=== block 1 ===
**Block 1: wires at chosen ports, followed through buffers**

(3 px per µm)
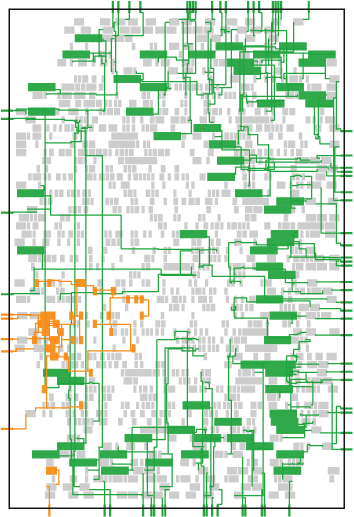

==> src/rtl/tlu_dec_pend.sv <==
// tlu_dec_pend: indexed set/clear into a registered pending vector with bulk
// overwrite, plus a pick of one pending entry offered on a valid/ack handshake.
// Optional feature macro: TLU_DEC_PEND_RR_EN selects a round-robin pick that
// starts searching at a pointer advanced past each accepted entry; without it
// the pick is fixed priority, lowest index first.
module tlu_dec_pend #(
    parameter  int IDX_W   = 6,
    localparam int NUM_ENT = 2 ** IDX_W
) (
    input  logic               rclk,
    input  logic               arst_l,
    input  logic               set_vld,
    input  logic [IDX_W-1:0]   set_idx,
    input  logic               clr_vld,
    input  logic [IDX_W-1:0]   clr_idx,
    input  logic               wr_vld,
    input  logic [NUM_ENT-1:0] wr_data,
    input  logic               req_ack,
    output logic [NUM_ENT-1:0] pend_vec,
    output logic               req_vld,
    output logic [IDX_W-1:0]   req_idx,
    output logic               dup_set
);

    localparam logic [NUM_ENT-1:0] ONE_HOT0 = NUM_ENT'(1);

    logic [NUM_ENT-1:0] pend_q, pend_d;
    logic               dup_q, dup_d;
    logic [NUM_ENT-1:0] set_dec, clr_dec, ack_dec, clr_mask, base;
    logic [IDX_W-1:0]   pick_idx;
    logic               any_pend;
    logic               ack_acc;

    assign any_pend = |pend_q;
    assign ack_acc  = req_ack & any_pend;

`ifdef TLU_DEC_PEND_RR_EN
    logic [IDX_W-1:0] ptr_q, ptr_d;

    // Round-robin pick: first pending entry at or after ptr_q, circularly.
    always_comb begin
        // NOTE: every variable written in always_comb gets a default first;
        // a path that leaves one unassigned would infer a latch.
        pick_idx = '0;
        for (int k = NUM_ENT - 1; k >= 0; k--) begin
            if (pend_q[ptr_q + IDX_W'(k)]) begin
                pick_idx = ptr_q + IDX_W'(k);
            end
        end
    end

    // The search start moves just past the entry the consumer accepted.
    assign ptr_d = ack_acc ? pick_idx + IDX_W'(1) : ptr_q;

    // Pointer register; set, clear and bulk write leave it alone.
    always_ff @(posedge rclk or negedge arst_l) begin
        if (!arst_l) begin
            ptr_q <= '0;
        end else begin
            ptr_q <= ptr_d;
        end
    end
`else
    // Fixed priority pick: lowest pending index wins.
    always_comb begin
        pick_idx = '0;
        for (int i = NUM_ENT - 1; i >= 0; i--) begin
            if (pend_q[i]) begin
                pick_idx = IDX_W'(i);
            end
        end
    end
`endif

    // Decode indices to one-hot masks and form the next pending vector;
    // the set is applied last so a new event always survives clear/ack/write.
    always_comb begin
        set_dec  = set_vld ? (ONE_HOT0 << set_idx)  : '0;
        clr_dec  = clr_vld ? (ONE_HOT0 << clr_idx)  : '0;
        ack_dec  = ack_acc ? (ONE_HOT0 << pick_idx) : '0;
        clr_mask = clr_dec | ack_dec;
        base     = wr_vld ? wr_data : pend_q;
        pend_d   = (base & ~clr_mask) | set_dec;
        dup_d    = set_vld & pend_q[set_idx] & ~clr_mask[set_idx];
    end

    // Pending vector and duplicate-set pulse registers.
    always_ff @(posedge rclk or negedge arst_l) begin
        if (!arst_l) begin
            pend_q <= '0;
            dup_q  <= 1'b0;
        end else begin
            // NOTE: sequential state uses non-blocking assignments so every
            // register samples pre-edge values regardless of statement order.
            pend_q <= pend_d;
            dup_q  <= dup_d;
        end
    end

    assign pend_vec = pend_q;
    assign req_vld  = any_pend;
    assign req_idx  = pick_idx;
    assign dup_set  = dup_q;

endmodule

==> config.mk <==
export PLATFORM = sky130hd
export DESIGN_NAME = tlu_dec_pend
export DESIGN_NICKNAME = d
export VERILOG_FILES = /design/src/rtl/tlu_dec_pend.sv
export SDC_FILE = /design/constraint.sdc
export NUM_CORES = 1
export LEC_CHECK = 0
export ABC_AREA = 1
export CORE_ASPECT_RATIO = 1.5
export CORE_UTILIZATION = 35
export DETAILED_ROUTE_END_ITERATION = 10
export HOLD_SLACK_MARGIN = 0.15
export PLACE_DENSITY_LB_ADDON = 0.1
export SLEW_MARGIN = 30
export SYNTH_ARGS = -nofsm -noshare
export SYNTH_HDL_FRONTEND = slang
export SYNTH_SLANG_ARGS = --single-unit
==> constraint.sdc <==
create_clock -name rclk -period 12.5 [get_ports rclk]
set_input_delay 2.5 -clock rclk [delete_from_list [all_inputs] [get_ports rclk]]
set_output_delay 2.5 -clock rclk [all_outputs]
set_load 0.03 [all_outputs]
=== block 2 ===
### src/rtl/alu_defs_pkg.sv
// Shared ALU definitions for the sequential divider: FSM states and timing constants.
package alu_defs_pkg;

  localparam int DIV_WIDTH = 32;
  localparam int DIV_ITER = DIV_WIDTH;
  localparam int DIV_LATENCY = DIV_WIDTH + 2;
  localparam logic [DIV_WIDTH-1:0] DIV_ZERO_QUOT = '1;

  typedef enum logic [1:0] {
    IDLE,
    CALC,
    FIXUP,
    DONE
  } div_state_t;

endpackage

### src/rtl/div_step.sv
// One restoring-division iteration: shift {rem,quo} left, trial-subtract the divisor, keep or restore.
module div_step #(
  parameter int WIDTH = 32
) (
  input  logic [WIDTH-1:0] rem_i,
  input  logic [WIDTH-1:0] quo_i,
  input  logic [WIDTH-1:0] dvsr_i,
  output logic [WIDTH-1:0] rem_o,
  output logic [WIDTH-1:0] quo_o
);

  logic [WIDTH:0] rem_sh;
  logic [WIDTH:0] dvsr_ext;
  logic [WIDTH:0] trial;
  logic [WIDTH:0] rem_sel;
  logic           no_borrow;
  logic           unused_rem_msb;

  assign rem_sh   = {rem_i, quo_i[WIDTH-1]};
  assign dvsr_ext = {1'b0, dvsr_i};

  // Subtract as add-of-complement; the carry out is set exactly when there is no borrow.
  assign {no_borrow, trial} = {1'b0, rem_sh} + {1'b0, ~dvsr_ext} + (WIDTH + 2)'(1);

  // The kept value is always below the divisor, so its top bit is zero.
  assign rem_sel        = no_borrow ? trial : rem_sh;
  assign rem_o          = rem_sel[WIDTH-1:0];
  assign unused_rem_msb = rem_sel[WIDTH];
  assign quo_o          = {quo_i[WIDTH-2:0], no_borrow};

endmodule

### src/rtl/seq_divider.sv
// Multi-cycle restoring divider (quotient -> LO, remainder -> HI), one bit per clock.
// Define SEQ_DIVIDER_SIGNED_EN for two's-complement signed divide; otherwise unsigned.
module seq_divider
  import alu_defs_pkg::*;
#(
  parameter int WIDTH = DIV_WIDTH
) (
  input  logic             clock,
  input  logic             clear_n,
  input  logic             start,
  input  logic [WIDTH-1:0] Ra,
  input  logic [WIDTH-1:0] Rb,
  output logic             busy,
  output logic             done,
  output logic [WIDTH-1:0] quotient,
  output logic [WIDTH-1:0] remainder,
  output logic             div_zero
);

  localparam int CW = $clog2(WIDTH);
  localparam logic [CW-1:0] LAST_ITER = CW'(WIDTH - 1);

  div_state_t       state_q, state_d;
  logic [CW-1:0]    cnt_q, cnt_d;
  logic [WIDTH-1:0] rem_q, rem_d;
  logic [WIDTH-1:0] quo_q, quo_d;
  logic [WIDTH-1:0] dvsr_q, dvsr_d;
  logic             qneg_q, qneg_d;
  logic             rneg_q, rneg_d;
  logic             dz_q, dz_d;
  logic             busy_q, busy_d;
  logic             done_q, done_d;
  logic [WIDTH-1:0] quotient_q, quotient_d;
  logic [WIDTH-1:0] remainder_q, remainder_d;
  logic             div_zero_q, div_zero_d;

  logic             a_neg, b_neg;
  logic [WIDTH-1:0] a_mag, b_mag;
  logic [WIDTH-1:0] step_rem, step_quo;

`ifdef SEQ_DIVIDER_SIGNED_EN
  assign a_neg = Ra[WIDTH-1];
  assign b_neg = Rb[WIDTH-1];
`else
  assign a_neg = 1'b0;
  assign b_neg = 1'b0;
`endif

  assign a_mag = a_neg ? -Ra : Ra;
  assign b_mag = b_neg ? -Rb : Rb;

  div_step #(.WIDTH(WIDTH)) u_step (
    .rem_i (rem_q),
    .quo_i (quo_q),
    .dvsr_i(dvsr_q),
    .rem_o (step_rem),
    .quo_o (step_quo)
  );

  always_comb begin
    // NOTE: every variable gets its hold value first so no path through the case infers a latch.
    state_d     = state_q;
    cnt_d       = cnt_q;
    rem_d       = rem_q;
    quo_d       = quo_q;
    dvsr_d      = dvsr_q;
    qneg_d      = qneg_q;
    rneg_d      = rneg_q;
    dz_d        = dz_q;
    busy_d      = busy_q;
    done_d      = 1'b0;
    quotient_d  = quotient_q;
    remainder_d = remainder_q;
    div_zero_d  = div_zero_q;

    unique case (state_q)
      IDLE: begin
        if (start) begin
          busy_d     = 1'b1;
          div_zero_d = 1'b0;
          cnt_d      = '0;
          qneg_d     = a_neg ^ b_neg;
          rneg_d     = a_neg;
          if (Rb == '0) begin
            dz_d    = 1'b1;
            quo_d   = DIV_ZERO_QUOT;
            rem_d   = Ra;
            state_d = DONE;
          end else begin
            dz_d    = 1'b0;
            quo_d   = a_mag;
            rem_d   = '0;
            dvsr_d  = b_mag;
            state_d = CALC;
          end
        end
      end
      CALC: begin
        rem_d = step_rem;
        quo_d = step_quo;
        cnt_d = cnt_q + 1'b1;
        if (cnt_q == LAST_ITER) state_d = FIXUP;
      end
      FIXUP: begin
        // Truncation toward zero: remainder follows the dividend's sign.
        if (qneg_q) quo_d = -quo_q;
        if (rneg_q) rem_d = -rem_q;
        state_d = DONE;
      end
      DONE: begin
        done_d      = 1'b1;
        busy_d      = 1'b0;
        quotient_d  = quo_q;
        remainder_d = rem_q;
        div_zero_d  = dz_q;
        state_d     = IDLE;
      end
      default: state_d = IDLE;
    endcase
  end

  // NOTE: state registers use non-blocking assignments so every flop samples pre-edge values.
  always_ff @(posedge clock or negedge clear_n) begin
    if (!clear_n) begin
      state_q     <= IDLE;
      cnt_q       <= '0;
      rem_q       <= '0;
      quo_q       <= '0;
      dvsr_q      <= '0;
      qneg_q      <= 1'b0;
      rneg_q      <= 1'b0;
      dz_q        <= 1'b0;
      busy_q      <= 1'b0;
      done_q      <= 1'b0;
      quotient_q  <= '0;
      remainder_q <= '0;
      div_zero_q  <= 1'b0;
    end else begin
      state_q     <= state_d;
      cnt_q       <= cnt_d;
      rem_q       <= rem_d;
      quo_q       <= quo_d;
      dvsr_q      <= dvsr_d;
      qneg_q      <= qneg_d;
      rneg_q      <= rneg_d;
      dz_q        <= dz_d;
      busy_q      <= busy_d;
      done_q      <= done_d;
      quotient_q  <= quotient_d;
      remainder_q <= remainder_d;
      div_zero_q  <= div_zero_d;
    end
  end

  assign busy      = busy_q;
  assign done      = done_q;
  assign quotient  = quotient_q;
  assign remainder = remainder_q;
  assign div_zero  = div_zero_q;

endmodule

### config.mk
export PLATFORM = sky130hd
export DESIGN_NAME = seq_divider
export DESIGN_NICKNAME = d
export VERILOG_FILES = /design/src/rtl/alu_defs_pkg.sv /design/src/rtl/div_step.sv /design/src/rtl/seq_divider.sv
export SDC_FILE = /design/constraint.sdc
export NUM_CORES = 1
export LEC_CHECK = 0
export CAP_MARGIN = 20
export CORE_ASPECT_RATIO = 2
export CORE_MARGIN = 8
export CORE_UTILIZATION = 45
export CTS_CLUSTER_DIAMETER = 60
export DETAILED_ROUTE_END_ITERATION = 12
export PLACE_DENSITY = 0.7
export SYNTH_ARGS = -nofsm -noshare
export SYNTH_HDL_FRONTEND = slang
export SYNTH_SLANG_ARGS = --single-unit
### constraint.sdc
create_clock -name clock -period 4 [get_ports clock]
set_input_delay 0.6 -clock clock [delete_from_list [all_inputs] [get_ports clock]]
set_output_delay 0.6 -clock clock [all_outputs]
set_load 0.01 [all_outputs]
**Block 2: the metal 2 layer**

(3 px per µm)
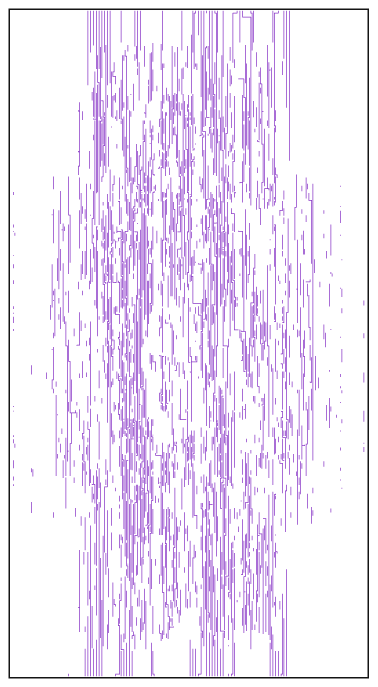
main direction: vertical
wire length on this layer: 12,800 µm
longest straight run: 92.1 µm
nets with wire on the layer: 993
global-route track usage on met2: 32.7%
total vias in the final route: 7,524
total wirelength of the detailed-routed design: 24.6 mm

==> impl_metrics.json, block 2 <==
{
  "initial_core_util_pct": 45.8,
  "report.final.setup_viol": 0,
  "synth_top_cell_by_count": "sky130_fd_sc_hd__dfrtp_1",
  "sh_seq_area_pct": 36.4,
  "global_route.peak_usage_layer": "met2",
  "dp_hpwl_mm": 18.6,
  "total_power_mw": 11.7,
  "clkSlewWorstSetupHoldPaths_ps": 70,
  "async_reset_ff_share_pct": 100,
  "power.sequential.fraction_pct": 27.0,
  "utilization_pct": 56.2,
  "layout.clock_buffers": 18,
  "postSynthCellCount": 970,
  "setup_ws_ps": 664,
  "psw_mw": 4.98,
  "design_area_um2": 11800,
  "timing.hold.worst.class": "primary input to async pin",
  "wirelength_met1_mm": 10.0,
  "ys_warn_count": 0,
  "drive_gt1_share_pct": 17.1,
  "crit_path_kind": "register to register",
  "chip_footprint_um2": 26500,
  "floorplan.rows": 75,
  "synth.cellmix.simpleShare_pct": 11.7,
  "die_width_um": 119,
  "timing.reg2reg.setup_slack_ps": 660,
  "synth.distinct_cells": 61,
  "cp_max_fo": 3,
  "leakagePower_nw": 5.21,
  "clock_tree.root_cell": "sky130_fd_sc_hd__clkbuf_16",
  "finalWeightedCongestion": 0.901,
  "dr.max_layer_used": "met4",
  "syn_area_per_cell_um2": 9.88,
  "largest_net_degree_at_the_start_of_global_routing": 89,
  "ios": 134,
  "biggest_cell_delay_along_the_critical_path_ps": 510,
  "global_route.usage.total_pct": 19.3,
  "rr_startpoint": "quo_q[31]",
  "netSwitchingFraction_pct": 42.4,
  "seq_area_um2": 4280,
  "cts-htree-levels": 4,
  "run_status": "complete, no violations",
  "post_synth_xor_area_fraction_pct": 2.38,
  "place.port_buffers": 133,
  "dr.first_iter.drc_count": 324
}
**Block 1: clock distribution**

(1.5 px per µm)
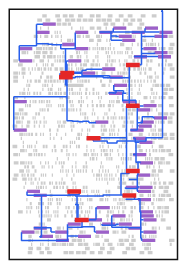
legend:
  blue:
    item: clock wires
    length: 1,200 µm
  purple:
    item: flip-flops
    count: 65
  red:
    item: cells driving clock nets
    count: 9
flops lie: widely spread
routed clock nets: 10
Clk network pwr share: 33.7%
clk ins delay skew pair: 350 ps
Clock Power: 0.289 mW

About 'wires at chosen ports, followed through buffers' of block 1:
legend:
  orange:
    port: clr_idx
    bits: 6
    direction: input
    end_cells: 40
    buffers: 6
    wire: 339 µm
  green:
    port: pend_vec
    bits: 64
    direction: output
    end_cells: 64
    buffers: 64
    wire: 3,710 µm
Top-Level Pins: 154
Port Buffers: 153

==> impl_metrics.json, block 1 <==
{
  "run_status": "finished, violations left",
  "failed_checks": "DRC",
  "powerSeq_mw": 0.264,
  "postSynthCellCount": 1090,
  "antenna_found_initial": 0,
  "grt.met2_usage_pct": 57.9,
  "fin_setup_tns_ps": 0,
  "number_of_design_rule_violations_left_after_detail_routing": 24,
  "critical_path_s_most_frequent_cell": "sky130_fd_sc_hd__nand2_1",
  "final.setup_skew_ps": 14.4,
  "async_reset_ff_share_pct": 100,
  "wl_per_cell_um": 23.0,
  "synth.area.top_cells": "sky130_fd_sc_hd__dfrtp_1, sky130_fd_sc_hd__nand2_1, sky130_fd_sc_hd__nor2_1, sky130_fd_sc_hd__nand3_1, sky130_fd_sc_hd__inv_1",
  "hold_path_depth": 2,
  "num_vias": 8222,
  "wire_length_of_the_first_global_routing_pass_mm": 48.9,
  "clock_tree.buffer_depth": 2,
  "synthToLayoutAreaGrowth_pct": 32.1,
  "cts-htree-levels": 3,
  "fin_cells": 1428,
  "worst_setup_path_start_kind": "register",
  "synth.largest_area_cell": "sky130_fd_sc_hd__dfrtp_1"
}


==> layout pictures side by side <==
Cell outlines without signal wires.
picture 1
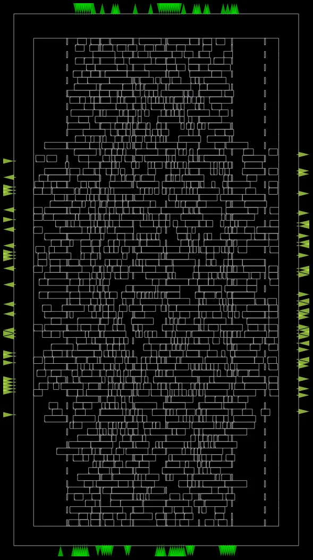
picture 2
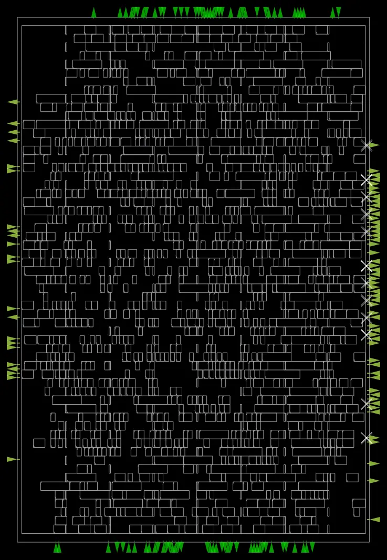
| picture | from |
|---|---|
| picture 2 | block 1 |
| picture 1 | block 2 |

Power figures rest on the tool's default switching activity, not on a simulated workload.
